######## design 1 ########
$ cat config.mk
export PLATFORM = sky130hd
export DESIGN_NAME = button_debounce
export DESIGN_NICKNAME = d
export VERILOG_FILES = /design/src/rtl/button_debounce.sv
export SDC_FILE = /design/constraint.sdc
export NUM_CORES = 1
export LEC_CHECK = 0
export CELL_PAD_IN_SITES_DETAIL_PLACEMENT = 1
export CELL_PAD_IN_SITES_GLOBAL_PLACEMENT = 2
export CORE_MARGIN = 5
export CORE_UTILIZATION = 41
export DETAILED_ROUTE_END_ITERATION = 8
export HOLD_SLACK_MARGIN = 0.03
export PLACE_DENSITY = 0.89
export SLEW_MARGIN = 20
export SYNTH_ARGS = -nofsm -noshare
export SYNTH_HDL_FRONTEND = slang
export SYNTH_SLANG_ARGS = --single-unit
$ cat constraint.sdc
create_clock -name Clk -period 4 [get_ports Clk]
set_input_delay 0.6 -clock Clk [delete_from_list [all_inputs] [get_ports Clk]]
set_output_delay 0.6 -clock Clk [all_outputs]
set_load 0.05 [all_outputs]
$ cat src/rtl/button_debounce.sv
// Push-button debouncer: 2-flop synchronizer, four-state debounce FSM, registered clean level and edge strobes.
// Optional long-press strobe enabled by defining BUTTON_DEBOUNCE_LONG_PRESS_EN.
module button_debounce #(
   parameter int unsigned DEBOUNCE_CYCLES   = 500000,
   parameter int unsigned LONG_PRESS_CYCLES = 50000000
) (
   input  logic Clk,
   input  logic Reset,
   input  logic button_raw,
   output logic button_clean,
   output logic press_pulse,
   output logic release_pulse,
   output logic long_press
);

   localparam int unsigned CntW = $clog2(DEBOUNCE_CYCLES + 1);
   localparam logic [CntW-1:0] LastCnt = CntW'(DEBOUNCE_CYCLES - 1);

   typedef enum logic [1:0] {
      IDLE_LOW,
      WAIT_HIGH,
      STABLE_HIGH,
      WAIT_LOW
   } state_e;

   logic            sync1_q, sync2_q;
   state_e          state_q, state_d;
   logic [CntW-1:0] cnt_q, cnt_d;
   logic            clean_q, press_q, release_q;
   logic            cleanNext;

   always_ff @(posedge Clk or posedge Reset) begin
      if (Reset) begin
         sync1_q <= 1'b0;
         sync2_q <= 1'b0;
      end else begin
         sync1_q <= button_raw;
         sync2_q <= sync1_q;
      end
   end

   always_ff @(posedge Clk or posedge Reset) begin
      if (Reset) begin
         state_q <= IDLE_LOW;
         cnt_q   <= '0;
      end else begin
         state_q <= state_d;
         cnt_q   <= cnt_d;
      end
   end

   // The counter stops at DEBOUNCE_CYCLES-1, so it can never wrap.
   always_comb begin
      state_d = state_q;
      cnt_d   = cnt_q;
      unique case (state_q)
         IDLE_LOW: begin
            if (sync2_q) begin
               state_d = WAIT_HIGH;
               cnt_d   = '0;
            end
         end
         WAIT_HIGH: begin
            if (!sync2_q) begin
               state_d = IDLE_LOW;
            end else if (cnt_q == LastCnt) begin
               state_d = STABLE_HIGH;
            end else begin
               cnt_d = cnt_q + CntW'(1);
            end
         end
         STABLE_HIGH: begin
            if (!sync2_q) begin
               state_d = WAIT_LOW;
               cnt_d   = '0;
            end
         end
         WAIT_LOW: begin
            if (sync2_q) begin
               state_d = STABLE_HIGH;
            end else if (cnt_q == LastCnt) begin
               state_d = IDLE_LOW;
            end else begin
               cnt_d = cnt_q + CntW'(1);
            end
         end
         default: begin
            state_d = IDLE_LOW;
            cnt_d   = '0;
         end
      endcase
   end

   always_comb begin
      cleanNext = (state_q == STABLE_HIGH) || (state_q == WAIT_LOW);
   end

   // Strobes are derived from the clean level changing, so a WAIT_LOW bounce back produces none.
   always_ff @(posedge Clk or posedge Reset) begin
      if (Reset) begin
         clean_q   <= 1'b0;
         press_q   <= 1'b0;
         release_q <= 1'b0;
      end else begin
         clean_q   <= cleanNext;
         press_q   <= cleanNext & ~clean_q;
         release_q <= ~cleanNext & clean_q;
      end
   end

   assign button_clean  = clean_q;
   assign press_pulse   = press_q;
   assign release_pulse = release_q;

`ifdef BUTTON_DEBOUNCE_LONG_PRESS_EN
   localparam int unsigned HoldW = $clog2(LONG_PRESS_CYCLES + 2);
   localparam logic [HoldW-1:0] HoldFire = HoldW'(LONG_PRESS_CYCLES);
   localparam logic [HoldW-1:0] HoldSat  = HoldW'(LONG_PRESS_CYCLES + 1);

   logic [HoldW-1:0] hold_q, hold_d;
   logic             long_q, longFire;

   // Saturating one past the fire value guarantees a single strobe per press.
   always_comb begin
      hold_d = hold_q;
      if ((state_d == STABLE_HIGH) && (state_q != STABLE_HIGH)) begin
         hold_d = '0;
      end else if ((state_q == STABLE_HIGH) && (hold_q != HoldSat)) begin
         hold_d = hold_q + HoldW'(1);
      end
      longFire = (state_q == STABLE_HIGH) && (hold_q == HoldFire);
   end

   always_ff @(posedge Clk or posedge Reset) begin
      if (Reset) begin
         hold_q <= '0;
         long_q <= 1'b0;
      end else begin
         hold_q <= hold_d;
         long_q <= longFire;
      end
   end

   assign long_press = long_q;
`else
   assign long_press = 1'b0;
`endif

endmodule

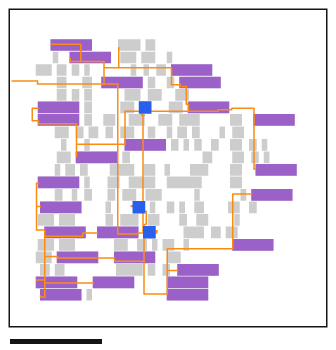
design_1/clock_map.png
Scale bar: 20 microns.
Purple is flip-flops, count 26. Blue is cells driving clock nets, count 3. Orange is clock wires, length 381 microns.
There are 4 routed clock nets. Position of the flops: all over the die.
worst clock skew: 0.00128 ns
P_clk: 0.140 mW

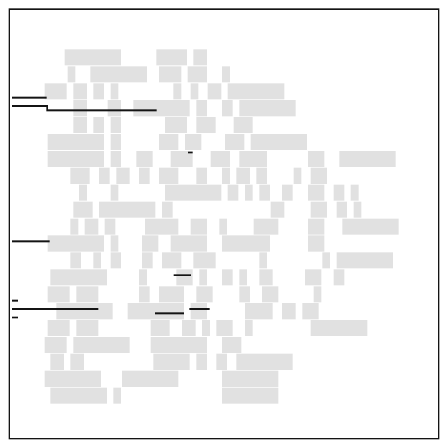
design_1/met3.png
The layer carries 59.8 microns of wire. 7 nets have wire on it. The longest straight run is 17.5 microns. The layer holds 1.9% of the routed length.
Detailed Route WL: 3.14 mm
met3 Use GR: 2.76%
via count: 1,058

==> Changelog: implementation <==
### Metrics

- Syn Area/Cell: 10.1 sq um
- Layout Utilization: 44.8%
- Antenna-violating nets left: 0
- Pwr per Cell Area: 333 mW/mm^2
- Clock latency (worst-skew pair): 0.33 ns
- Fillcell total: 397
- GRT met2 Usage: 27.1%
- First-pass DRT Iterations: 4
- Max incr delay on CP: 0.60 ns
- Worst path arrival time: 2.44 ns
- Port Buffers: 5
- Sequential cell area: 651 sq um
- Clock Power Share: 28.2%
- Crit path max-delay cell type: xnor2_2
- Leading area contributor after synthesis: dfrtp_1
- Largest net degree at the start of global routing: 27
- Seq power: 0.308 mW
- WP depth: 5
- Max Fclk: 0.452 GHz
- Post-synthesis xor/xnor area fraction: 2.38%
- Comb area: 682 sq um
- Final Critical Period: 2.21 ns
- Combinational power: 0.0496 mW
- Yosys aoi share: 17.7%
- Hold_buf cts: 0
- Status: complete, no violations
- Final Non-Filler Cells: 187
- CP delay by family, top: AND-OR/OR-AND gates
- Met2 wire len: 1.47 mm
- M1 GR Usage: 21.4%
- Final hold vios: 0
- Site Rows: 21
- Vias in the first global route: 1,185
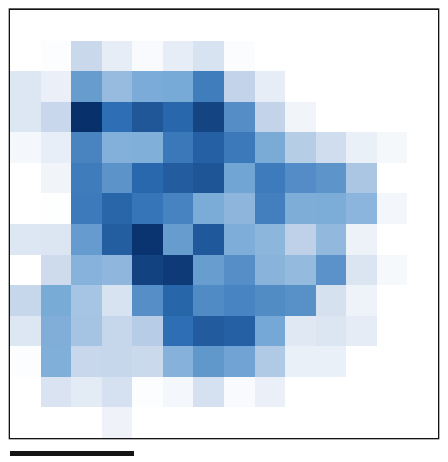
design_1/wire_density.png
Scale bar: 20 microns. 14 x 14 tiles, from white (low) to dark blue (high), scaled to the fullest tile. Values are wire area over tile area, all layers added.
36% of the tiles are nearly empty. The densest ninth of the die: centre. The mean over all tiles is 0.10. 25% of the tiles are over half the peak. The emptiest ninth of the die: north-east.
Overall Global Routing Usage: 16.5%
drt wl/cell: 16.8 microns

-- final cells by class --
| class | instances | share of cell area [%] |
|---|---|---|
| clock buffers | 4 | 2.43 |
| inverters | 4 | 1.17 |
| multi-input cells | 102 | 45.6 |
| flip-flops and latches | 26 | 43.6 |
| well taps | 46 | 3.85 |
| repair buffers | 5 | 3.35 |
-- cells in the final DEF (no fill, tap or decap), types with 2 or more instances in the layout --
master	Yosys	routed
dfrtp_1	26	26
nand2_1	13	13
nand3_1	12	12
nor2_1	8	8
a21oi_1	5	5
o21ai_0	5	5
clkdlybuf4s50_1	0	5
o211ai_1	4	4
nor3_1	4	4
a31oi_1	4	4
a22o_1	3	3
a21o_1	3	3
clkbuf_4	0	3
inv_1	3	2
nand2b_1	2	2
or4_1	2	2
or3_1	2	2
o31ai_1	2	2
o41ai_1	2	2
nand4_1	2	2
nor2b_1	2	2
a211o_1	2	2
nor3_2	2	2
xor2_1	2	2
-- registers in the layout, indices dropped and copies added (netlist names), named ones only --
signal,cells
press_pulse,1
cnt_q,19
sync2_q,1
button_clean,1
sync1_q,1
state_q,1
release_pulse,1

######## design 2 ########
design_2/zoom.png
Window x 47 to 87, y 35 to 75 microns. Cells in grey, sequential cells in the stronger grey; small squares are vias.
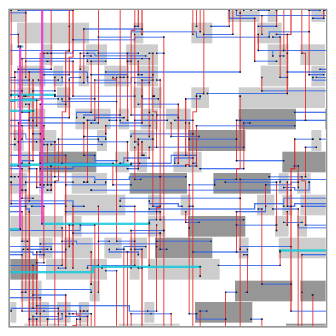
design_2/final_clocks.png
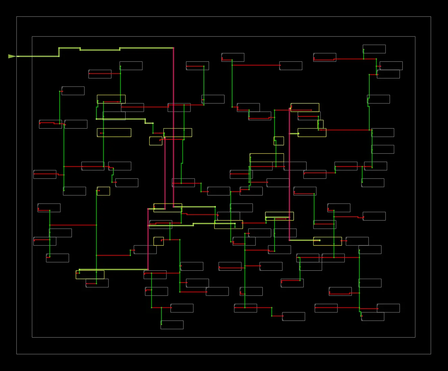
$ cat config.mk
export PLATFORM = sky130hd
export DESIGN_NAME = ppcm_ctrl
export DESIGN_NICKNAME = d
export VERILOG_FILES = /design/src/rtl/ppcm_ctrl_pkg.sv /design/src/rtl/ppcm_delay_counter.sv /design/src/rtl/ppcm_ctrl.sv
export SDC_FILE = /design/constraint.sdc
export NUM_CORES = 1
export LEC_CHECK = 0
export CAP_MARGIN = 15
export CELL_PAD_IN_SITES_DETAIL_PLACEMENT = 1
export CELL_PAD_IN_SITES_GLOBAL_PLACEMENT = 1
export CORE_ASPECT_RATIO = 0.8
export CORE_MARGIN = 5
export CORE_UTILIZATION = 32
export CTS_CLUSTER_DIAMETER = 50
export DETAILED_ROUTE_END_ITERATION = 6
export GPL_ROUTABILITY_DRIVEN = 0
export GPL_TIMING_DRIVEN = 0
export PLACE_DENSITY_LB_ADDON = 0.1
export RECOVER_POWER = 100
export REMOVE_ABC_BUFFERS = 1
export SLEW_MARGIN = 0
export SYNTH_ARGS = -nofsm -noshare
export SYNTH_HDL_FRONTEND = slang
export SYNTH_SLANG_ARGS = --single-unit
$ cat constraint.sdc
create_clock -name clk -period 2.8 [get_ports clk]
set_input_delay 0.56 -clock clk [delete_from_list [all_inputs] [get_ports clk]]
set_output_delay 0.56 -clock clk [all_outputs]
set_load 0.1 [all_outputs]
$ cat src/rtl/ppcm_ctrl_pkg.sv
// ---------------------------------------------------------------------------
// ppcm_ctrl_pkg
// Shared definitions for the parallel PCM controller:
//   - state_t : controller state encoding (S_WRITE exists only when the
//               PPCM_WRITE_EN macro is defined)
//   - get_width  : number of bits needed to hold a non-negative value
//   - calc_count : converts a delay in ns into a cycle count at a given MHz
// ---------------------------------------------------------------------------
package ppcm_ctrl_pkg;

    typedef enum logic [2:0] {
        S_INIT  = 3'd0,
        S_IDLE  = 3'd1,
        S_WAIT  = 3'd2,
        S_READ  = 3'd3,
`ifdef PPCM_WRITE_EN
        S_WRITE = 3'd4,
`endif
        S_DONE  = 3'd5
    } state_t;

    localparam int HALF_BITS = 16;

    // Bits required to represent 'value' (at least one bit).
    function automatic int get_width(input int value);
        int w;
        w = 1;
        for (int i = 1; i < 32; i++) begin
            if ((value >> i) != 0) begin
                w = i + 1;
            end else begin
                w = w;
            end
        end
        return w;
    endfunction

    // Cycle count covering delay_ns at freq_mhz, rounded down, plus one.
    function automatic int calc_count(input int freq_mhz, input int delay_ns);
        return 32'sd1 + (freq_mhz * delay_ns) / 32'sd1000;
    endfunction

endpackage

$ cat src/rtl/ppcm_delay_counter.sv
// ---------------------------------------------------------------------------
// ppcm_delay_counter
// Down-counter used to time every controller phase. A load sets the count;
// otherwise it decrements and parks at zero. tc is high while the count is 0.
// Ports:
//   clk, rst  : clock, synchronous active-high reset (count -> 0)
//   load      : load load_val on the next edge (has priority)
//   load_val  : W-bit reload value
//   tc        : terminal count, count == 0
// ---------------------------------------------------------------------------
module ppcm_delay_counter #(
    parameter int W = 8
) (
    input  logic         clk,
    input  logic         rst,
    input  logic         load,
    input  logic [W-1:0] load_val,
    output logic         tc
);

    logic [W-1:0] count_r;

    // Load has priority, then count down until zero and hold there
    always_ff @(posedge clk) begin
        if (rst) begin
            count_r <= '0;
        end else if (load) begin
            count_r <= load_val;
        end else if (count_r != '0) begin
            count_r <= count_r - W'(1);
        end else begin
            count_r <= count_r;
        end
    end

    assign tc = (count_r == '0);

endmodule

$ cat src/rtl/ppcm_ctrl.sv
// ---------------------------------------------------------------------------
// ppcm_ctrl
// Host-side controller for a 16-bit parallel PCM device. A host word of
// DATA_BITS is transferred as N = DATA_BITS/16 halfword beats, beat 0 being
// the least significant halfword. Reads may burst within a device page.
// Writes are compiled in only when the macro PPCM_WRITE_EN is defined.
// Ports:
//   clk, rst        : clock, synchronous active-high reset
//   cs, we, burst   : request, write select, burst-read request
//   addr            : host word address (sampled in S_IDLE only)
//   din / dout      : write data / read data (dout valid while ack=1)
//   busy, ack       : controller not idle / one-cycle word-complete pulse
//   pcm_*           : device pins (active-low strobes, halfword address)
// All outputs are registered.
// ---------------------------------------------------------------------------
module ppcm_ctrl
    import ppcm_ctrl_pkg::*;
#(
    parameter int CLK_FREQ    = 100,
    parameter int ADDR_BITS   = 24,
    parameter int DATA_BITS   = 32,
    parameter int PAGE_WORDS  = 8,
    parameter int DELAY_INIT  = 100000,
    parameter int DELAY_START = 115,
    parameter int DELAY_DATA  = 25,
    parameter int DELAY_WE    = 60
) (
    input  logic                                      clk,
    input  logic                                      rst,
    input  logic                                      cs,
    input  logic                                      we,
    input  logic [ADDR_BITS-$clog2(DATA_BITS/8)-1:0]  addr,
    input  logic                                      burst,
    input  logic [DATA_BITS-1:0]                      din,
    output logic [DATA_BITS-1:0]                      dout,
    output logic                                      busy,
    output logic                                      ack,
    output logic                                      pcm_ce_n,
    output logic                                      pcm_rst_n,
    output logic                                      pcm_oe_n,
    output logic                                      pcm_we_n,
    output logic [ADDR_BITS-2:0]                      pcm_addr,
    input  logic [15:0]                               pcm_din,
    output logic [15:0]                               pcm_dout
);

    localparam int NBEATS   = DATA_BITS / HALF_BITS;
    localparam int BEAT_SH  = $clog2(NBEATS);
    localparam int BEAT_W   = (NBEATS > 1) ? BEAT_SH : 1;
    localparam int PA_W     = ADDR_BITS - 1;

    localparam int COUNT_INIT  = calc_count(CLK_FREQ, DELAY_INIT);
    localparam int COUNT_START = calc_count(CLK_FREQ, DELAY_START);
    localparam int COUNT_DATA  = calc_count(CLK_FREQ, DELAY_DATA);
    localparam int COUNT_WE    = calc_count(CLK_FREQ, DELAY_WE);
    localparam int CNT_W       = get_width(COUNT_INIT - 1);

    // Reload values are "cycles - 1" because the counter spends one cycle at 0.
    localparam logic [CNT_W-1:0] LD_INIT = CNT_W'(COUNT_INIT - 1);
    localparam logic [CNT_W-1:0] LD_WAIT = CNT_W'(COUNT_START - COUNT_DATA - 1);
    localparam logic [CNT_W-1:0] LD_DATA = CNT_W'(COUNT_DATA - 1);
    localparam logic [BEAT_W-1:0] LAST_BEAT = BEAT_W'(NBEATS - 1);
    localparam logic [PA_W-1:0]   PAGE_MASK = PA_W'(PAGE_WORDS - 1);

    state_t               state_r, state_nxt_s;
    logic                 busy_r, busy_nxt_s;
    logic                 ack_r, ack_nxt_s;
    logic                 ack_pend_r, ack_pend_nxt_s;
    logic [DATA_BITS-1:0] dout_r, dout_nxt_s;
    logic                 ce_n_r, ce_n_nxt_s;
    logic                 oe_n_r, oe_n_nxt_s;
    logic [PA_W-1:0]      paddr_r, paddr_nxt_s;
    logic [BEAT_W-1:0]    beat_r, beat_nxt_s;
    logic                 pcm_rst_n_r;

    logic                 cnt_load_s;
    logic [CNT_W-1:0]     cnt_val_s;
    logic                 cnt_tc_s;

    logic [PA_W-1:0]      addr_start_s;
    logic [PA_W-1:0]      addr_inc_s;
    logic                 page_cont_s;

`ifdef PPCM_WRITE_EN
    logic                 we_n_r, we_n_nxt_s;
    logic [15:0]          pdout_r, pdout_nxt_s;
    logic [DATA_BITS-1:0] wdata_r, wdata_nxt_s;
    logic                 rec_r, rec_nxt_s;
    logic [BEAT_W-1:0]    beat_inc_s;
    localparam int        COUNT_WE_CHK = COUNT_WE;
    localparam logic [CNT_W-1:0] LD_WE = CNT_W'(COUNT_WE_CHK - 1);

    assign beat_inc_s = beat_r + BEAT_W'(1);
`else
    // Write path is absent: keep we/din/COUNT_WE visibly consumed.
    logic unused_ok_s;
    assign unused_ok_s = ^{we, din, COUNT_WE[0]};
`endif

    // Word address to halfword address: append log2(N) zero bits.
    assign addr_start_s = PA_W'(addr) << BEAT_SH;
    assign addr_inc_s   = paddr_r + PA_W'(1);
    assign page_cont_s  = ((addr_inc_s & PAGE_MASK) != '0);

    ppcm_delay_counter #(
        .W (CNT_W)
    ) u_delay (
        .clk      (clk),
        .rst      (rst),
        .load     (cnt_load_s),
        .load_val (cnt_val_s),
        .tc       (cnt_tc_s)
    );

    // Next-state and next-output computation for the controller FSM
    always_comb begin
        state_nxt_s    = state_r;
        busy_nxt_s     = busy_r;
        ack_nxt_s      = ack_pend_r;
        ack_pend_nxt_s = 1'b0;
        dout_nxt_s     = dout_r;
        ce_n_nxt_s     = ce_n_r;
        oe_n_nxt_s     = oe_n_r;
        paddr_nxt_s    = paddr_r;
        beat_nxt_s     = beat_r;
        cnt_load_s     = 1'b0;
        cnt_val_s      = '0;
`ifdef PPCM_WRITE_EN
        we_n_nxt_s     = we_n_r;
        pdout_nxt_s    = pdout_r;
        wdata_nxt_s    = wdata_r;
        rec_nxt_s      = rec_r;
`endif
        case (state_r)
            S_INIT: begin
                // busy is still 0 only in the first cycle after reset,
                // which is where the power-up wait is armed.
                if (!busy_r) begin
                    busy_nxt_s = 1'b1;
                    cnt_load_s = 1'b1;
                    cnt_val_s  = LD_INIT;
                end else if (cnt_tc_s) begin
                    state_nxt_s = S_IDLE;
                    busy_nxt_s  = 1'b0;
                end else begin
                    busy_nxt_s = 1'b1;
                end
            end
            S_IDLE: begin
                if (cs) begin
                    busy_nxt_s  = 1'b1;
                    ce_n_nxt_s  = 1'b0;
                    paddr_nxt_s = addr_start_s;
                    beat_nxt_s  = '0;
                    cnt_load_s  = 1'b1;
`ifdef PPCM_WRITE_EN
                    if (we) begin
                        state_nxt_s = S_WRITE;
                        we_n_nxt_s  = 1'b0;
                        pdout_nxt_s = din[15:0];
                        wdata_nxt_s = din;
                        rec_nxt_s   = 1'b0;
                        cnt_val_s   = LD_WE;
                    end else begin
                        state_nxt_s = S_WAIT;
                        oe_n_nxt_s  = 1'b0;
                        cnt_val_s   = LD_WAIT;
                    end
`else
                    state_nxt_s = S_WAIT;
                    oe_n_nxt_s  = 1'b0;
                    cnt_val_s   = LD_WAIT;
`endif
                end else begin
                    state_nxt_s = S_IDLE;
                end
            end
            S_WAIT: begin
                if (cnt_tc_s) begin
                    state_nxt_s = S_READ;
                    cnt_load_s  = 1'b1;
                    cnt_val_s   = LD_DATA;
                end else begin
                    state_nxt_s = S_WAIT;
                end
            end
            S_READ: begin
                if (cnt_tc_s) begin
                    dout_nxt_s[{beat_r, 4'h0} +: HALF_BITS] = pcm_din;
                    paddr_nxt_s = addr_inc_s;
                    cnt_load_s  = 1'b1;
                    cnt_val_s   = LD_DATA;
                    if (beat_r == LAST_BEAT) begin
                        beat_nxt_s     = '0;
                        ack_pend_nxt_s = 1'b1;
                        // Continue only inside the current device page.
                        if (cs && burst && page_cont_s) begin
                            state_nxt_s = S_READ;
                        end else begin
                            state_nxt_s = S_DONE;
                            busy_nxt_s  = 1'b0;
                            ce_n_nxt_s  = 1'b1;
                            oe_n_nxt_s  = 1'b1;
                            paddr_nxt_s = '0;
                        end
                    end else begin
                        beat_nxt_s = beat_r + BEAT_W'(1);
                    end
                end else begin
                    state_nxt_s = S_READ;
                end
            end
`ifdef PPCM_WRITE_EN
            S_WRITE: begin
                if (!cnt_tc_s) begin
                    state_nxt_s = S_WRITE;
                end else if (!rec_r) begin
                    // End of the we_n low phase: one recovery cycle,
                    // counter stays at 0 so tc is seen again next cycle.
                    we_n_nxt_s = 1'b1;
                    rec_nxt_s  = 1'b1;
                end else if (beat_r == LAST_BEAT) begin
                    state_nxt_s = S_DONE;
                    busy_nxt_s  = 1'b0;
                    ack_nxt_s   = 1'b1;
                    ce_n_nxt_s  = 1'b1;
                    we_n_nxt_s  = 1'b1;
                    paddr_nxt_s = '0;
                    pdout_nxt_s = 16'h0000;
                    beat_nxt_s  = '0;
                    rec_nxt_s   = 1'b0;
                end else begin
                    beat_nxt_s  = beat_inc_s;
                    paddr_nxt_s = addr_inc_s;
                    we_n_nxt_s  = 1'b0;
                    pdout_nxt_s = wdata_r[{beat_inc_s, 4'h0} +: HALF_BITS];
                    rec_nxt_s   = 1'b0;
                    cnt_load_s  = 1'b1;
                    cnt_val_s   = LD_WE;
                end
            end
`endif
            S_DONE: begin
                state_nxt_s = S_IDLE;
                busy_nxt_s  = 1'b0;
            end
            default: begin
                state_nxt_s = S_INIT;
                busy_nxt_s  = 1'b0;
                ce_n_nxt_s  = 1'b1;
                oe_n_nxt_s  = 1'b1;
                paddr_nxt_s = '0;
            end
        endcase
    end

    // Controller state and registered host/device outputs
    always_ff @(posedge clk) begin
        if (rst) begin
            state_r    <= S_INIT;
            busy_r     <= 1'b0;
            ack_r      <= 1'b0;
            ack_pend_r <= 1'b0;
            dout_r     <= '0;
            ce_n_r     <= 1'b1;
            oe_n_r     <= 1'b1;
            paddr_r    <= '0;
            beat_r     <= '0;
        end else begin
            state_r    <= state_nxt_s;
            busy_r     <= busy_nxt_s;
            ack_r      <= ack_nxt_s;
            ack_pend_r <= ack_pend_nxt_s;
            dout_r     <= dout_nxt_s;
            ce_n_r     <= ce_n_nxt_s;
            oe_n_r     <= oe_n_nxt_s;
            paddr_r    <= paddr_nxt_s;
            beat_r     <= beat_nxt_s;
        end
    end

    // Device reset follows the host reset with one register stage
    always_ff @(posedge clk) begin
        pcm_rst_n_r <= ~rst;
    end

`ifdef PPCM_WRITE_EN
    // Write strobe, write data and write-phase bookkeeping
    always_ff @(posedge clk) begin
        if (rst) begin
            we_n_r  <= 1'b1;
            pdout_r <= 16'h0000;
            wdata_r <= '0;
            rec_r   <= 1'b0;
        end else begin
            we_n_r  <= we_n_nxt_s;
            pdout_r <= pdout_nxt_s;
            wdata_r <= wdata_nxt_s;
            rec_r   <= rec_nxt_s;
        end
    end

    assign pcm_we_n = we_n_r;
    assign pcm_dout = pdout_r;
`else
    assign pcm_we_n = 1'b1;
    assign pcm_dout = 16'h0000;
`endif

    assign dout      = dout_r;
    assign busy      = busy_r;
    assign ack       = ack_r;
    assign pcm_ce_n  = ce_n_r;
    assign pcm_oe_n  = oe_n_r;
    assign pcm_addr  = paddr_r;
    assign pcm_rst_n = pcm_rst_n_r;

endmodule

==> Changelog: implementation <==
### Metrics

- Area leader share: 39.2%
- P&R area growth vs syn: 35.3%
- Fillcell total: 1,476
- Top cells by area: dfxtp_1, nand2_1, a21oi_1
- Ratio of cells with drive above 1 in the final layout: 7.03%
- CP startpoint: pcm_addr[15]
- Core Box Area: 0.0122 sq mm
- CP delay by family, top: buffers and inverters
- Most frequent logic cell in the layout: nand2_1
- Leading area contributor after synthesis: dfxtp_1
- Overall Global Routing Usage: 17.4%
- DP Worst Slack: -0.209 ns
- # IOs: 152
- Crit path kind: reg2out
- WP depth: 1
- Overall Power: 4.07 mW
- Status: complete, no violations
- Dominant register cell: dfxtp_1
- Gr ovfl total: 0
- Hold/Removal Path Class: reg2reg
- Mapped Cells: 486
- Ys async rst share: 0%
- Die Area: 0.0148 sq mm
- DRC Markers: 0
- Clock Power Share: 32.6%
- CP Cell Sequence: dlygate4sd3_1
- Detailed Route WL: 12.7 mm
- WHS Endpoint: dout[3]
- EDFF count, synth: 0
- Final Hold Slack: 0.446 ns
- Comb area: 0.00220 sq mm
- Longest Clk Path Bufs: 2
- Layout Utilization: 44.2%
- Maximum VDD drop: 0.426 mV
- FP Core Util: 32.7%
- Multi-input gates: 373
- First-pass GRT wire length: 20.4 mm
- Yosys cell count: 486
- Antenna-violating nets left: 0
- Final Critical Period: 2.65 ns
- Reg2Reg Depth: 7
- OpenROAD warning count: 60
- Sequential cell area: 0.00156 sq mm
## Picture notes: design_2/zoom.png
Blue is met1. Red is met2. Cyan is met3. Magenta is met4.
82 logic cells have their middle in the window. Sequential cells in the window: 10. Most frequent: nor2_1 (11), dfxtp_1 (10), nand2_1 (9). Netlist names of flops here include dout (3), state_r (2).

## Picture notes: design_2/final_clocks.png
worst clock skew: 0.00532 ns
clock buf count: 9
number of buffers created by CTS: 9

cells by family after synthesis:
| kind of cell | count (synthesis) | synth area share, % |
|---|---|---|
| AND/OR/NAND/NOR | 209 | 28.1 |
| AND-OR/OR-AND | 125 | 20.5 |
| flip-flops | 78 | 39.2 |
| buffers and inverters | 50 | 6.78 |
| XOR/XNOR | 15 | 3.29 |
| adder cells (fa/ha/maj) | 4 | 1.26 |
| multiplexers | 3 | 0.753 |
| other | 2 | 0.188 |
power groups by stage:
stage / combinational [mW] / clock (mW) / sequential, mW
2_1_floorplan: 0.894 / 0 / 1.55
3_5_place_dp: 1.37 / 0 / 1.41
6_report: 1.35 / 1.32 / 1.39
4_1_cts: 1.38 / 1.36 / 1.39
5_1_grt: 1.48 / 1.40 / 1.41
3_3_place_gp: 1.34 / 0 / 1.41
timing repair:
action,4_1_cts,5_1_grt
setup endpoints to repair,16,2
cloned,0,0
setup buffers,1,0
gates resized,0,2
pin swaps,1,0
hold buffers,0,0
metal layers:
layer	up-vias	track usage (%)	wire length [microns]
met5	-	0	0
met4	0	5.45	164
met3	13	4.30	737
met2	100	26.3	5460
met1	1812	24.5	6310
li1	1893	-	-

######## design 3 ########
`src/rtl/pipe_ctrl_pkg.sv`:
```
// Shared types for the pipeline hazard controller: state encoding, the pipeline bubble,
// and the per-action control pattern for the pipeline-register enables and flushes.
package pipe_ctrl_pkg;

    typedef enum logic [1:0] {
        ST_RUN      = 2'd0,
        ST_LD_STALL = 2'd1,
        ST_BR_FLUSH = 2'd2,
        ST_MEM_WAIT = 2'd3
    } hz_state_e;

    localparam int unsigned MEM_TIMEOUT_DEF = 64;

    // Control word carried by the pipeline registers; a bubble has every control deasserted.
    typedef struct packed {
        logic       reg_write;
        logic       mem_to_reg;
        logic       mem_read;
        logic       mem_write;
        logic       branch;
        logic       alu_src;
        logic [1:0] alu_op;
    } pipe_ctrl_t;

    localparam pipe_ctrl_t CTRL_BUBBLE = '0;

    typedef struct packed {
        logic pc_we;
        logic if_id_we;
        logic id_ex_we;
        logic ex_mem_we;
        logic if_id_fl;
        logic id_ex_fl;
        logic ex_mem_fl;
        logic mem_wb_fl;
        logic pc_src;
    } hz_ctrl_t;

    localparam hz_ctrl_t HZ_CTRL_RESET = '{
        pc_we: 1'b0, if_id_we: 1'b0, id_ex_we: 1'b0, ex_mem_we: 1'b0,
        if_id_fl: 1'b1, id_ex_fl: 1'b1, ex_mem_fl: 1'b1, mem_wb_fl: 1'b1,
        pc_src: 1'b0
    };

    function automatic hz_ctrl_t hz_ctrl_for(hz_state_e act);
        hz_ctrl_t c;
        c = '{pc_we: 1'b1, if_id_we: 1'b1, id_ex_we: 1'b1, ex_mem_we: 1'b1,
              if_id_fl: 1'b0, id_ex_fl: 1'b0, ex_mem_fl: 1'b0, mem_wb_fl: 1'b0,
              pc_src: 1'b0};
        case (act)
            ST_MEM_WAIT: begin
                c.pc_we     = 1'b0;
                c.if_id_we  = 1'b0;
                c.id_ex_we  = 1'b0;
                c.ex_mem_we = 1'b0;
                c.mem_wb_fl = 1'b1;
            end
            ST_BR_FLUSH: begin
                c.pc_src    = 1'b1;
                c.if_id_fl  = 1'b1;
                c.id_ex_fl  = 1'b1;
                c.ex_mem_fl = 1'b1;
            end
            ST_LD_STALL: begin
                c.pc_we    = 1'b0;
                c.if_id_we = 1'b0;
                c.id_ex_fl = 1'b1;
            end
            default: ;
        endcase
        return c;
    endfunction

endpackage

```
`src/rtl/pipe_wait_timer.sv`:
```
// Consecutive memory-stall counter, saturating at MEM_TIMEOUT, with a sticky timeout flag.
module pipe_wait_timer #(
    parameter int unsigned MEM_TIMEOUT = 64
) (
    input  logic clk,
    input  logic reset,
    input  logic stall,
    output logic err
);

    localparam int CNT_W = $clog2(MEM_TIMEOUT + 1);

    logic [CNT_W-1:0] cnt;

    always_ff @(posedge clk) begin
        if (reset) begin
            cnt <= '0;
            err <= 1'b0;
        end else if (stall) begin
            if (cnt != CNT_W'(MEM_TIMEOUT)) begin
                cnt <= cnt + CNT_W'(1);
            end
            // Flag on the edge where the count reaches the limit.
            if (cnt >= CNT_W'(MEM_TIMEOUT - 1)) begin
                err <= 1'b1;
            end
        end else begin
            cnt <= '0;
        end
    end

endmodule

```
`src/rtl/pipe_hazard_ctrl.sv`:
```
// Hazard/stall controller for the 5-stage pipeline: load-use stalls, taken-branch flushes, memory waits.
// Optional performance counters are enabled by defining PIPE_HAZARD_CTRL_PERF_EN.
module pipe_hazard_ctrl
    import pipe_ctrl_pkg::*;
#(
    parameter int unsigned MEM_TIMEOUT = MEM_TIMEOUT_DEF,
    parameter int unsigned PERF_W      = 32
) (
    input  logic              clk,
    input  logic              reset,
    input  logic [4:0]        id_rs1,
    input  logic [4:0]        id_rs2,
    input  logic              id_use_rs1,
    input  logic              id_use_rs2,
    input  logic              ex_mem_read,
    input  logic [4:0]        ex_rd,
    input  logic              mem_branch,
    input  logic              mem_z_flag,
    input  logic              mem_access,
    input  logic              dmem_ready,
    output logic              pc_write_en,
    output logic              if_id_write_en,
    output logic              id_ex_write_en,
    output logic              ex_mem_write_en,
    output logic              if_id_flush,
    output logic              id_ex_flush,
    output logic              ex_mem_flush,
    output logic              mem_wb_flush,
    output logic              pc_src_branch,
    output logic              mem_timeout_err,
    output logic [1:0]        state
`ifdef PIPE_HAZARD_CTRL_PERF_EN
    ,
    output logic [PERF_W-1:0] stall_cycles,
    output logic [PERF_W-1:0] branch_flushes
`endif
);

    // An illegal parameter set falls back to the smallest legal timeout.
    localparam int unsigned TIMEOUT = (MEM_TIMEOUT >= 2 && PERF_W >= 1) ? MEM_TIMEOUT : 2;

    hz_state_e state_q;
    hz_state_e act;
    hz_ctrl_t  ctrl;
    logic      load_use;
    logic      branch_taken;
    logic      mem_stall;

    assign load_use = ex_mem_read && (ex_rd != 5'd0) &&
                      ((id_use_rs1 && (id_rs1 == ex_rd)) || (id_use_rs2 && (id_rs2 == ex_rd)));
    assign branch_taken = mem_branch & mem_z_flag;
    assign mem_stall    = mem_access & ~dmem_ready;

    always_ff @(posedge clk) begin
        if (reset) begin
            state_q <= ST_RUN;
        end else begin
            state_q <= act;
        end
    end

    // Held registers during a memory wait re-present any branch/load-use afterwards.
    always_comb begin
        act = ST_RUN;
        if (mem_stall) begin
            act = ST_MEM_WAIT;
        end else if (branch_taken) begin
            act = ST_BR_FLUSH;
        end else if (load_use && (state_q != ST_LD_STALL)) begin
            act = ST_LD_STALL;
        end
        ctrl = reset ? HZ_CTRL_RESET : hz_ctrl_for(act);
    end

    assign pc_write_en     = ctrl.pc_we;
    assign if_id_write_en  = ctrl.if_id_we;
    assign id_ex_write_en  = ctrl.id_ex_we;
    assign ex_mem_write_en = ctrl.ex_mem_we;
    assign if_id_flush     = ctrl.if_id_fl;
    assign id_ex_flush     = ctrl.id_ex_fl;
    assign ex_mem_flush    = ctrl.ex_mem_fl;
    assign mem_wb_flush    = ctrl.mem_wb_fl;
    assign pc_src_branch   = ctrl.pc_src;
    assign state           = state_q;

    pipe_wait_timer #(
        .MEM_TIMEOUT(TIMEOUT)
    ) u_wait_timer (
        .clk  (clk),
        .reset(reset),
        .stall(mem_stall),
        .err  (mem_timeout_err)
    );

`ifdef PIPE_HAZARD_CTRL_PERF_EN
    always_ff @(posedge clk) begin
        if (reset) begin
            stall_cycles   <= '0;
            branch_flushes <= '0;
        end else begin
            if ((act == ST_MEM_WAIT) || (act == ST_LD_STALL)) begin
                stall_cycles <= stall_cycles + PERF_W'(1);
            end
            if (act == ST_BR_FLUSH) begin
                branch_flushes <= branch_flushes + PERF_W'(1);
            end
        end
    end
`endif

endmodule

```
`config.mk`:
```
export PLATFORM = sky130hd
export DESIGN_NAME = pipe_hazard_ctrl
export DESIGN_NICKNAME = d
export VERILOG_FILES = /design/src/rtl/pipe_ctrl_pkg.sv /design/src/rtl/pipe_wait_timer.sv /design/src/rtl/pipe_hazard_ctrl.sv
export SDC_FILE = /design/constraint.sdc
export NUM_CORES = 1
export LEC_CHECK = 0
export CAP_MARGIN = 20
export CORE_MARGIN = 2
export CORE_UTILIZATION = 37
export CTS_CLUSTER_DIAMETER = 120
export DETAILED_ROUTE_END_ITERATION = 16
export PLACE_DENSITY = 0.79
export SETUP_SLACK_MARGIN = 0.1
export SLEW_MARGIN = 20
export SYNTH_ARGS = -nofsm -noshare
export SYNTH_HDL_FRONTEND = slang
export SYNTH_SLANG_ARGS = --single-unit
```
`constraint.sdc`:
```
create_clock -name clk -period 2.1 [get_ports clk]
set_input_delay 0.42 -clock clk [delete_from_list [all_inputs] [get_ports clk]]
set_output_delay 0.42 -clock clk [all_outputs]
set_load 0.1 [all_outputs]
```
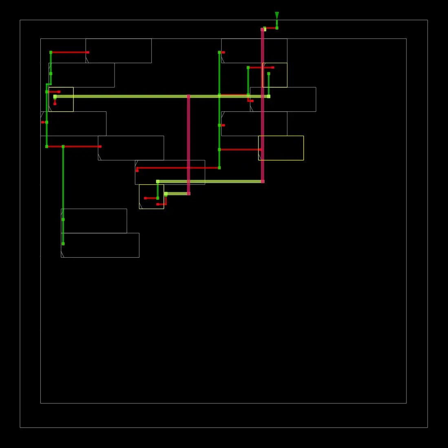
design_3/final_clocks.png
worst clock skew: 0.00644 ns
clock buf count: 4

==> Changelog: implementation <==
### Metrics

- Status: complete, but fails checks
- Failing checks: setup timing
- Fin Setup TNS: -0.948 ns
- Yosys cell types: 25
- Mapped Cells: 77
- Final Hold Slack: 0.482 ns
- Yosys Warn Count: 0
- Met3 Use GR: 7.14%
- Crit path kind: in2out
- Yosys cell count: 77
- Worst reg2reg endpoint: u_wait_timer.cnt[1]
- Endpoints failing setup: 6
- Final Critical Period: 2.31 ns
- Max Fclk: 0.433 GHz
- Final HPWL DP: 1.50 mm
- Maximum VDD drop: 0.410 mV
- Clk Tree Root Cell: clkbuf_4
- Worst setup SP type: primary input
- CTS tree: yes
- Setup ws final: -0.208 ns
- Seq_cells: 10
- Clock Power Share: 25.5%
- Crit path max-delay cell type: or4_4
- Hold/Removal Path Class: reg2reg
- Syn Nets: 104
- Dpl cells: 136
- H-tree depth: 1
- P&R area growth vs syn: 106%
- Most frequent cells in the layout: buf_4, buf_12, xnor2_1, dfxtp_1, nor2_1
- Crit Path Max Fanout: 2
- ANT cells: 0
- Drt wl/cell: 14.8 microns
- CP Capture Type: primary output
- Worst EP required: 1.68 ns
- Site Rows: 15
- Pwr per Cell Area: 522 mW/mm^2
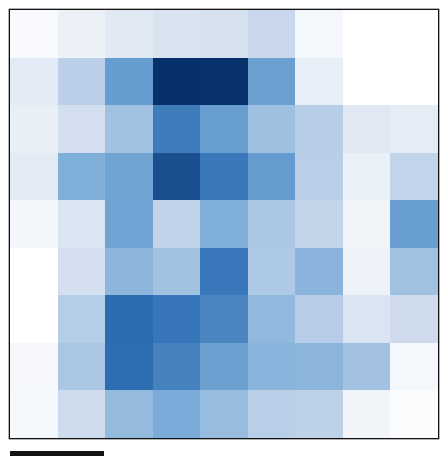
design_3/wire_density.png
Scale bar: 10 microns. 9 x 9 tiles, from white (low) to dark blue (high), scaled to the fullest tile. Values are wire area over tile area, all layers added.
The fullest tile reaches 0.50. The mean over all tiles is 0.16. 8.6% of the tiles are nearly empty. 24% of the tiles are over half the peak.
via count: 728
Detailed Route WL: 2.11 mm

-- critical path: cells and delay by family --
family	cells	cell delay, ns
and+or+nand+nor	3	0.79
buffers and inverters	2	0.27
AOI/OAI and AO/OA	2	0.25
adders and majority gates	1	0.15
-- cells by family (layout without fill, tap and decap cells) --
logic type	after synthesis	count (layout)	synth area share [%]
mux	1	1	1.56
simple gates	29	29	22.5
xor+xnor	16	16	21.9
fa+ha+maj	3	3	5.86
compound gates	10	10	10.5
flops	10	10	31.2
buf+inv	8	56	6.45
-- cell usage after synthesis, drive strengths merged --
master   count  area [sq um]
xnor2       12           105
dfxtp       10           200
nor2         8          30.0
inv          5          18.8
nand2        5          18.8
nand3        5          25.0
xor2         4          35.0
buf          3          22.5
ha           3          37.5
a21o         2          15.0
a21oi        2          10.0
and2         2          12.5
nand4        2          12.5
nor2b        2          12.5
or2          2          12.5
a211oi       1          7.51
a31o         1          8.76
a31oi        1          6.26
and3         1          6.26
mux2i        1          10.0
nor4         1          6.26
o21ai        1          5.00
o22ai        1          6.26
o2bb2ai      1          8.76
or4          1          7.51
-- flip-flops by register name, summed over array words and instances (netlist names) --
name,flops
u_wait_timer.err,1
u_wait_timer.cnt,7
state,2

######## design 4 ########
design_4/wire_density.png
Scale bar: 200 microns. 26 x 21 tiles, from white (low) to dark blue (high), scaled to the fullest tile. Values are wire area over tile area, all layers added.
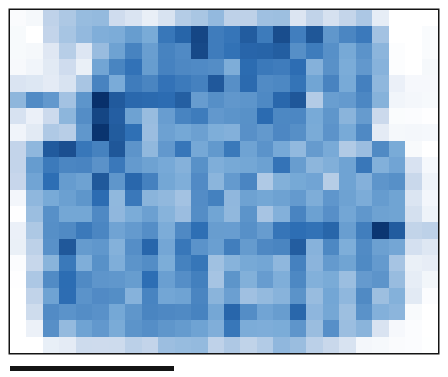
design_4/clock_map.png
Scale bar: 200 microns.
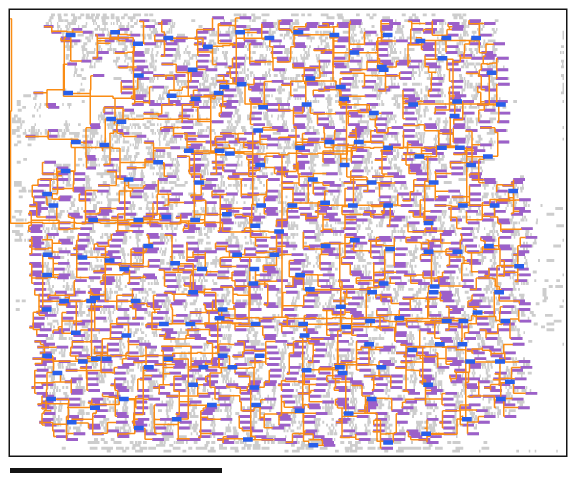
design_4/zoom.png
Window x 242 to 282, y 190 to 230 microns. Cells in grey, sequential cells in the stronger grey; small squares are vias.
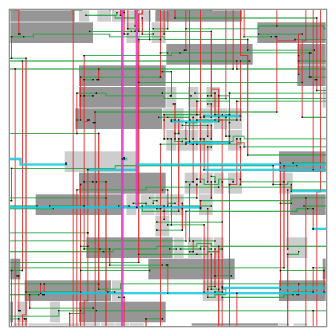
`config.mk`:
```
export PLATFORM = sky130hd
export DESIGN_NAME = dcache_snoop_agent_flat
export DESIGN_NICKNAME = d
export VERILOG_FILES = /design/src/rtl/cpu_types_pkg.sv /design/src/rtl/dcache_snoop_agent_if.sv /design/src/rtl/snoop_frame_array.sv /design/src/rtl/dcache_snoop_agent.sv /design/src/flat_wrapper.sv
export SDC_FILE = /design/constraint.sdc
export NUM_CORES = 2
export LEC_CHECK = 0
export ABC_AREA = 1
export CORE_ASPECT_RATIO = 0.8
export CORE_MARGIN = 1.5
export CORE_UTILIZATION = 35
export CTS_CLUSTER_SIZE = 28
export DETAILED_ROUTE_END_ITERATION = 6
export GPL_ROUTABILITY_DRIVEN = 0
export PLACE_DENSITY_LB_ADDON = 0.1
export SETUP_SLACK_MARGIN = 0.5
export SLEW_MARGIN = 20
export SYNTH_ARGS = -nofsm -noshare
export SYNTH_HDL_FRONTEND = slang
export SYNTH_HIERARCHICAL = 1
export SYNTH_SLANG_ARGS = --single-unit
```
`constraint.sdc`:
```
create_clock -name CLK -period 10 [get_ports CLK]
set_input_delay 3 -clock CLK [delete_from_list [all_inputs] [get_ports CLK]]
set_output_delay 3 -clock CLK [all_outputs]
set_load 0.1 [all_outputs]
```
`src/rtl/cpu_types_pkg.sv`:
```
// Shared types for the data-cache snoop agent: MSI states, snoop FSM states,
// frame geometry and address field helpers.
package cpu_types_pkg;

  localparam int TAG_W      = 25;
  localparam int IDX_W      = 4;
  localparam int NUM_FRAMES = 16;

  typedef enum logic [1:0] {
    MSI_I = 2'd0,
    MSI_S = 2'd1,
    MSI_M = 2'd2
  } msi_t;

  typedef enum logic [2:0] {
    ST_IDLE   = 3'd0,
    ST_LOOKUP = 3'd1,
    ST_WB0    = 3'd2,
    ST_WB1    = 3'd3,
    ST_DONE   = 3'd4
  } snoop_state_t;

  function automatic logic [TAG_W-1:0] addr_tag(input logic [31:0] a);
    return a[31:7];
  endfunction

  function automatic logic [IDX_W-1:0] addr_idx(input logic [31:0] a);
    return a[6:3];
  endfunction

endpackage

```
`src/rtl/dcache_snoop_agent_if.sv`:
```
// Coherence bus between the snoop agent (master) and the bus/controller (slave).
interface dcache_snoop_agent_if;
  // ccwait is held by the bus while a snoop is pending; the agent may only
  // return to idle once ccwait drops. Each writeback beat (daddr/dstore) is
  // held stable and is accepted on the clock edge where dwait is low.
  logic        ccwait;
  logic        ccinv;
  logic [31:0] ccsnoopaddr;
  logic        dwait;
  logic        ccwrite;
  logic        cctrans;
  logic [31:0] daddr;
  logic [31:0] dstore;

  modport master (
    input  ccwait, ccinv, ccsnoopaddr, dwait,
    output ccwrite, cctrans, daddr, dstore
  );

  modport slave (
    output ccwait, ccinv, ccsnoopaddr, dwait,
    input  ccwrite, cctrans, daddr, dstore
  );
endinterface

```
`src/rtl/snoop_frame_array.sv`:
```
// 16-frame direct-mapped store: combinational lookup and snoop read ports,
// one write port shared by full-frame updates and snoop state changes.
module snoop_frame_array
  import cpu_types_pkg::*;
(
  input  logic             clk,
  input  logic             rst,
  input  logic [TAG_W-1:0] lk_tag,
  input  logic [IDX_W-1:0] lk_idx,
  output logic             lk_hit,
  output msi_t             lk_state,
  output logic [31:0]      lk_data0,
  output logic [31:0]      lk_data1,
  input  logic [IDX_W-1:0] snp_idx,
  output logic [TAG_W-1:0] snp_tag,
  output msi_t             snp_state,
  output logic [31:0]      snp_word0,
  output logic [31:0]      snp_word1,
  input  logic             full_wr_en,
  input  logic [TAG_W-1:0] full_wr_tag,
  input  logic [IDX_W-1:0] full_wr_idx,
  input  msi_t             full_wr_state,
  input  logic [31:0]      full_wr_word0,
  input  logic [31:0]      full_wr_word1,
  input  logic             st_wr_en,
  input  logic [IDX_W-1:0] st_wr_idx,
  input  msi_t             st_wr_state
);

  msi_t             state_mem [NUM_FRAMES];
  logic [TAG_W-1:0] tag_mem   [NUM_FRAMES];
  logic [31:0]      data0_mem [NUM_FRAMES];
  logic [31:0]      data1_mem [NUM_FRAMES];

  // Snoop state changes win the port; the FSM never issues both at once.
  always_ff @(posedge clk or posedge rst) begin
    if (rst) begin
      for (int i = 0; i < NUM_FRAMES; i++) state_mem[i] <= MSI_I;
    end else if (st_wr_en) begin
      state_mem[st_wr_idx] <= st_wr_state;
    end else if (full_wr_en) begin
      state_mem[full_wr_idx] <= full_wr_state;
    end
  end

  always_ff @(posedge clk) begin
    if (full_wr_en && !st_wr_en) begin
      tag_mem[full_wr_idx]   <= full_wr_tag;
      data0_mem[full_wr_idx] <= full_wr_word0;
      data1_mem[full_wr_idx] <= full_wr_word1;
    end
  end

  always_comb begin
    lk_hit   = (state_mem[lk_idx] != MSI_I) && (tag_mem[lk_idx] == lk_tag);
    lk_state = lk_hit ? state_mem[lk_idx] : MSI_I;
    lk_data0 = lk_hit ? data0_mem[lk_idx] : 32'd0;
    lk_data1 = lk_hit ? data1_mem[lk_idx] : 32'd0;
  end

  assign snp_tag   = tag_mem[snp_idx];
  assign snp_state = state_mem[snp_idx];
  assign snp_word0 = data0_mem[snp_idx];
  assign snp_word1 = data1_mem[snp_idx];

endmodule

```
`src/rtl/dcache_snoop_agent.sv`:
```
// MSI snoop agent for a small direct-mapped data cache: answers bus snoops,
// writes back Modified blocks. Optional hit/writeback counters: SNOOP_STATS_EN.
module dcache_snoop_agent
  import cpu_types_pkg::*;
(
  input  logic                  CLK,
  input  logic                  RST,
  dcache_snoop_agent_if.master  bus,
  input  logic [31:0]           lk_addr,
  output logic                  lk_hit,
  output logic [1:0]            lk_state,
  output logic [31:0]           lk_data0,
  output logic [31:0]           lk_data1,
  input  logic                  upd_en,
  input  logic [31:0]           upd_addr,
  input  logic [1:0]            upd_state,
  input  logic [31:0]           upd_word0,
  input  logic [31:0]           upd_word1,
  output logic                  upd_ready,
  input  logic                  tr_req,
  input  logic                  tr_wr,
  output logic [15:0]           snoop_hits,
  output logic [15:0]           snoop_wbs,
  output snoop_state_t          dbg_state
);

  snoop_state_t     state_q, state_d;
  logic [31:0]      addr_q, addr_d;
  msi_t             lk_state_e, snp_state, st_wr_state;
  logic [TAG_W-1:0] snp_tag;
  logic [31:0]      snp_word0, snp_word1;
  logic             snp_hit, st_wr_en;
  logic             ccwrite, cctrans;
  logic [31:0]      daddr, dstore;
  logic             unused_bits;

  snoop_frame_array u_frames (
    .clk           (CLK),
    .rst           (RST),
    .lk_tag        (addr_tag(lk_addr)),
    .lk_idx        (addr_idx(lk_addr)),
    .lk_hit        (lk_hit),
    .lk_state      (lk_state_e),
    .lk_data0      (lk_data0),
    .lk_data1      (lk_data1),
    .snp_idx       (addr_idx(addr_q)),
    .snp_tag       (snp_tag),
    .snp_state     (snp_state),
    .snp_word0     (snp_word0),
    .snp_word1     (snp_word1),
    .full_wr_en    (upd_en && upd_ready),
    .full_wr_tag   (addr_tag(upd_addr)),
    .full_wr_idx   (addr_idx(upd_addr)),
    .full_wr_state (msi_t'(upd_state)),
    .full_wr_word0 (upd_word0),
    .full_wr_word1 (upd_word1),
    .st_wr_en      (st_wr_en),
    .st_wr_idx     (addr_idx(addr_q)),
    .st_wr_state   (st_wr_state)
  );

  assign lk_state    = lk_state_e;
  assign snp_hit     = (snp_state != MSI_I) && (snp_tag == addr_tag(addr_q));
  assign unused_bits = ^{lk_addr[2:0], upd_addr[2:0], bus.ccsnoopaddr[2:0]};

  always_ff @(posedge CLK or posedge RST) begin
    if (RST) begin
      state_q <= ST_IDLE;
      addr_q  <= 32'd0;
    end else begin
      state_q <= state_d;
      addr_q  <= addr_d;
    end
  end

  always_comb begin
    state_d     = state_q;
    addr_d      = addr_q;
    upd_ready   = 1'b0;
    cctrans     = 1'b0;
    ccwrite     = 1'b0;
    daddr       = 32'd0;
    dstore      = 32'd0;
    st_wr_en    = 1'b0;
    st_wr_state = MSI_I;
    case (state_q)
      ST_IDLE: begin
        if (bus.ccwait) begin
          addr_d  = {bus.ccsnoopaddr[31:3], 3'b000};
          state_d = ST_LOOKUP;
        end else begin
          // Requests from the cache side are masked while reset is held.
          upd_ready = 1'b1;
          cctrans   = tr_req && !RST;
          ccwrite   = tr_req && tr_wr && !RST;
        end
      end
      ST_LOOKUP: begin
        state_d = ST_DONE;
        if (snp_hit && snp_state == MSI_M) begin
          ccwrite = 1'b1;
          state_d = ST_WB0;
        end else if (snp_hit && bus.ccinv) begin
          st_wr_en = 1'b1;
        end
      end
      ST_WB0: begin
        daddr   = addr_q;
        dstore  = snp_word0;
        ccwrite = 1'b1;
        if (!bus.dwait) state_d = ST_WB1;
      end
      ST_WB1: begin
        daddr   = addr_q + 32'd4;
        dstore  = snp_word1;
        ccwrite = 1'b1;
        if (!bus.dwait) begin
          st_wr_en    = 1'b1;
          st_wr_state = bus.ccinv ? MSI_I : MSI_S;
          state_d     = ST_DONE;
        end
      end
      ST_DONE: begin
        if (!bus.ccwait) state_d = ST_IDLE;
      end
      default: state_d = ST_IDLE;
    endcase
  end

  assign bus.ccwrite = ccwrite;
  assign bus.cctrans = cctrans;
  assign bus.daddr   = daddr;
  assign bus.dstore  = dstore;
  assign dbg_state   = state_q;

`ifdef SNOOP_STATS_EN
  logic        hit_pulse, wb_pulse;
  logic [15:0] hits_q, wbs_q;

  assign hit_pulse = (state_q == ST_LOOKUP) && snp_hit;
  assign wb_pulse  = (state_q == ST_WB1) && !bus.dwait;

  always_ff @(posedge CLK or posedge RST) begin
    if (RST) begin
      hits_q <= 16'd0;
      wbs_q  <= 16'd0;
    end else begin
      if (hit_pulse && hits_q != 16'hFFFF) hits_q <= hits_q + 16'd1;
      if (wb_pulse && wbs_q != 16'hFFFF)   wbs_q  <= wbs_q + 16'd1;
    end
  end

  assign snoop_hits = hits_q;
  assign snoop_wbs  = wbs_q;
`else
  assign snoop_hits = 16'd0;
  assign snoop_wbs  = 16'd0;
`endif

endmodule

```
`src/flat_wrapper.sv`:
```
// flat-port wrapper written by rule: the top's interface ports become plain ports
module dcache_snoop_agent_flat import cpu_types_pkg::*;
  (CLK, RST, lk_addr, lk_hit, lk_state, lk_data0, lk_data1, upd_en, upd_addr, upd_state, upd_word0, upd_word1, upd_ready, tr_req, tr_wr, snoop_hits, snoop_wbs, dbg_state, bus_ccwait, bus_ccinv, bus_ccsnoopaddr, bus_dwait, bus_ccwrite, bus_cctrans, bus_daddr, bus_dstore);
  dcache_snoop_agent_if bus_i ();
  input  logic CLK;
  input  logic RST;
  input  logic [31:0] lk_addr;
  output logic lk_hit;
  output logic [1:0] lk_state;
  output logic [31:0] lk_data0;
  output logic [31:0] lk_data1;
  input  logic upd_en;
  input  logic [31:0] upd_addr;
  input  logic [1:0] upd_state;
  input  logic [31:0] upd_word0;
  input  logic [31:0] upd_word1;
  output logic upd_ready;
  input  logic tr_req;
  input  logic tr_wr;
  output logic [15:0] snoop_hits;
  output logic [15:0] snoop_wbs;
  output snoop_state_t dbg_state;
  input wire logic [$bits(bus_i.ccwait)-1:0] bus_ccwait;
  input wire logic [$bits(bus_i.ccinv)-1:0] bus_ccinv;
  input wire logic [$bits(bus_i.ccsnoopaddr)-1:0] bus_ccsnoopaddr;
  input wire logic [$bits(bus_i.dwait)-1:0] bus_dwait;
  output wire logic [$bits(bus_i.ccwrite)-1:0] bus_ccwrite;
  output wire logic [$bits(bus_i.cctrans)-1:0] bus_cctrans;
  output wire logic [$bits(bus_i.daddr)-1:0] bus_daddr;
  output wire logic [$bits(bus_i.dstore)-1:0] bus_dstore;
  assign bus_i.ccwait = bus_ccwait;
  assign bus_i.ccinv = bus_ccinv;
  assign bus_i.ccsnoopaddr = bus_ccsnoopaddr;
  assign bus_i.dwait = bus_dwait;
  assign bus_ccwrite = bus_i.ccwrite;
  assign bus_cctrans = bus_i.cctrans;
  assign bus_daddr = bus_i.daddr;
  assign bus_dstore = bus_i.dstore;
  dcache_snoop_agent u_core (.CLK(CLK), .RST(RST), .bus(bus_i), .lk_addr(lk_addr), .lk_hit(lk_hit), .lk_state(lk_state), .lk_data0(lk_data0), .lk_data1(lk_data1), .upd_en(upd_en), .upd_addr(upd_addr), .upd_state(upd_state), .upd_word0(upd_word0), .upd_word1(upd_word1), .upd_ready(upd_ready), .tr_req(tr_req), .tr_wr(tr_wr), .snoop_hits(snoop_hits), .snoop_wbs(snoop_wbs), .dbg_state(dbg_state));
endmodule
```
==> Changelog: implementation <==
### Metrics

- Chip width: 524 microns
- Met3 Use GR: 3.59%
- Status: complete, no violations
- WHS Endpoint: u_core/u_frames/state_mem[25]
- Seq_cells: 1,488
- Worst setup SP type: primary input
- Top cells by area: edfxtp_1, o21ai_0, a21oi_1
- Non-clock buffer share: 6.07%
- Final hold vios: 0
- Design area: 0.0872 sq mm
- CP Cell Sequence: buf_8 > inv_16 > buf_12 > nor2_1 > nand2_1 > nand3_1 > nand3_1 > nand2_1 > nand2_1 > nand2_1 > nor2_1 > nand2_1 > nor2_1 > nand2_4 > buf_12 > nor3_1 > buf_12
- DRC Markers: 0
- Dominant kind of cell: registers
- Total placed instance area: 0.0820 sq mm
- Internal power: 12.0 mW
- Max Fclk: 0.107 GHz
- Die Area: 0.220 sq mm
- CP most frequent cell: nand2_1
- ClkCell Share: 5.90%
- Signal inverters: 887
- Fillcell total: 20,734
- Met3 routed WL: 18.4 mm
- Clock buf count: 230
- Max-cap viol count: 0
- Number of non-clock buffers: 429
- Most frequent cells in the layout: edfxtp_1, o21ai_0, a21oi_1, nand2_1, inv_1
- Logic share of the area: 29.1%
- Dominant register cell: edfxtp_1
- Reg power frac: 37.1%
- OpenROAD warning count: 109
- Port Buffers: 295
- Setup ws final: 0.667 ns
- Regs by FF count: u_core/u_frames/data0_mem x512, u_core/u_frames/data1_mem x512, u_core/u_frames/tag_mem x400
- Gr ovfl total: 0
Notes on design_4/wire_density.png above:
The fullest tile reaches 0.43. 4.9% of the tiles are nearly empty. 55% of the tiles are over half the peak. The mean over all tiles is 0.20.

Notes on design_4/clock_map.png above:
Orange is clock wires, length 21.4 mm. Blue is cells driving clock nets, count 171. Purple is flip-flops, count 1,488.
Position of the flops: all over the die. There are 172 routed clock nets.

Notes on design_4/zoom.png above:
Magenta is met4. Cyan is met3. Green is met1. Red is met2.
56 logic cells have their middle in the window. Most frequent: edfxtp_1 (16), o21ai_0 (9), a21oi_1 (8). Sequential cells in the window: 16. Netlist names of flops here include u_core/u_frames/data0_mem (16).

-- power by group through the flow --
stage          Clock (mW)  Sequential, mW  Combinational, mW
2_1_floorplan           0            7.20               3.93
3_3_place_gp            0            7.30               6.13
3_5_place_dp            0            7.30               6.17
4_1_cts              6.08            7.17               6.18
5_1_grt              6.31            7.19               6.80
6_report             5.95            7.18               6.23
-- synthesized netlist by cell type (6+ instances only) --
cell      count
nor2_1      488
nor3_2       39
a211oi_1     18
o221ai_1     86
clkbuf_1    395
edfxtp_1   1424
inv_1       879
dfrtp_1      64
nand3_1     507
nor3_1       38
a21oi_1    1116
inv_2         6
a221oi_1     18
or2_2        43
o22ai_1      99
nand2_1    1063
buf_1        85
buf_6        17
a32o_1       32
or2_1        14
buf_4        61
xnor2_1       9
o311ai_0      6
o211ai_1    214
mux2i_1      18
a21oi_2      20
buf_2       117
o21ai_0    1197
-- logic make-up after synthesis --
kind of cell	after synthesis	share of synthesized area, %
AND-OR/OR-AND	2813	20.3
XOR/XNOR	14	0.162
buffers and inverters	1563	8.40
flip-flops	1488	58.5
multiplexers	18	0.237
other	1	0.00494
AND/OR/NAND/NOR	2202	12.4


==> screenshots <==
Metal 3.
Plate I
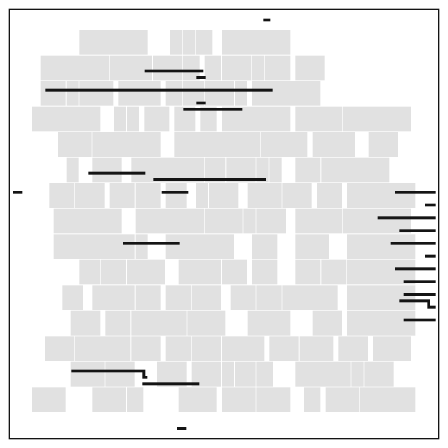
Plate II
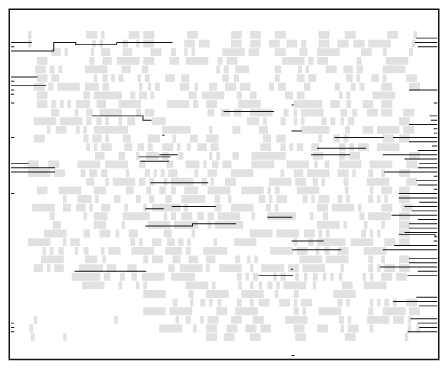
Plate III
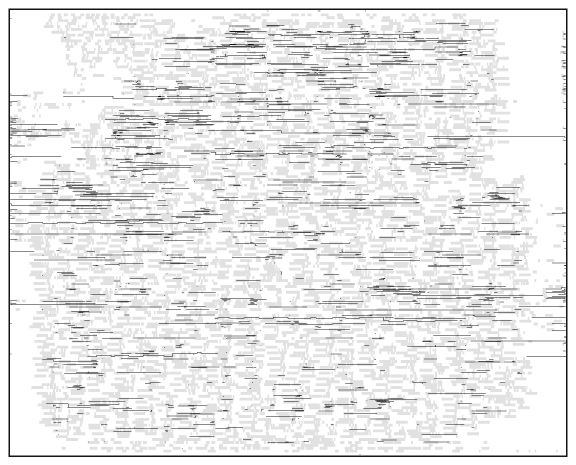
- Plate III = design 4
- Plate I = design 3
- Plate II = design 2

No activity file was given, so power comes from the tool's default toggle rates.
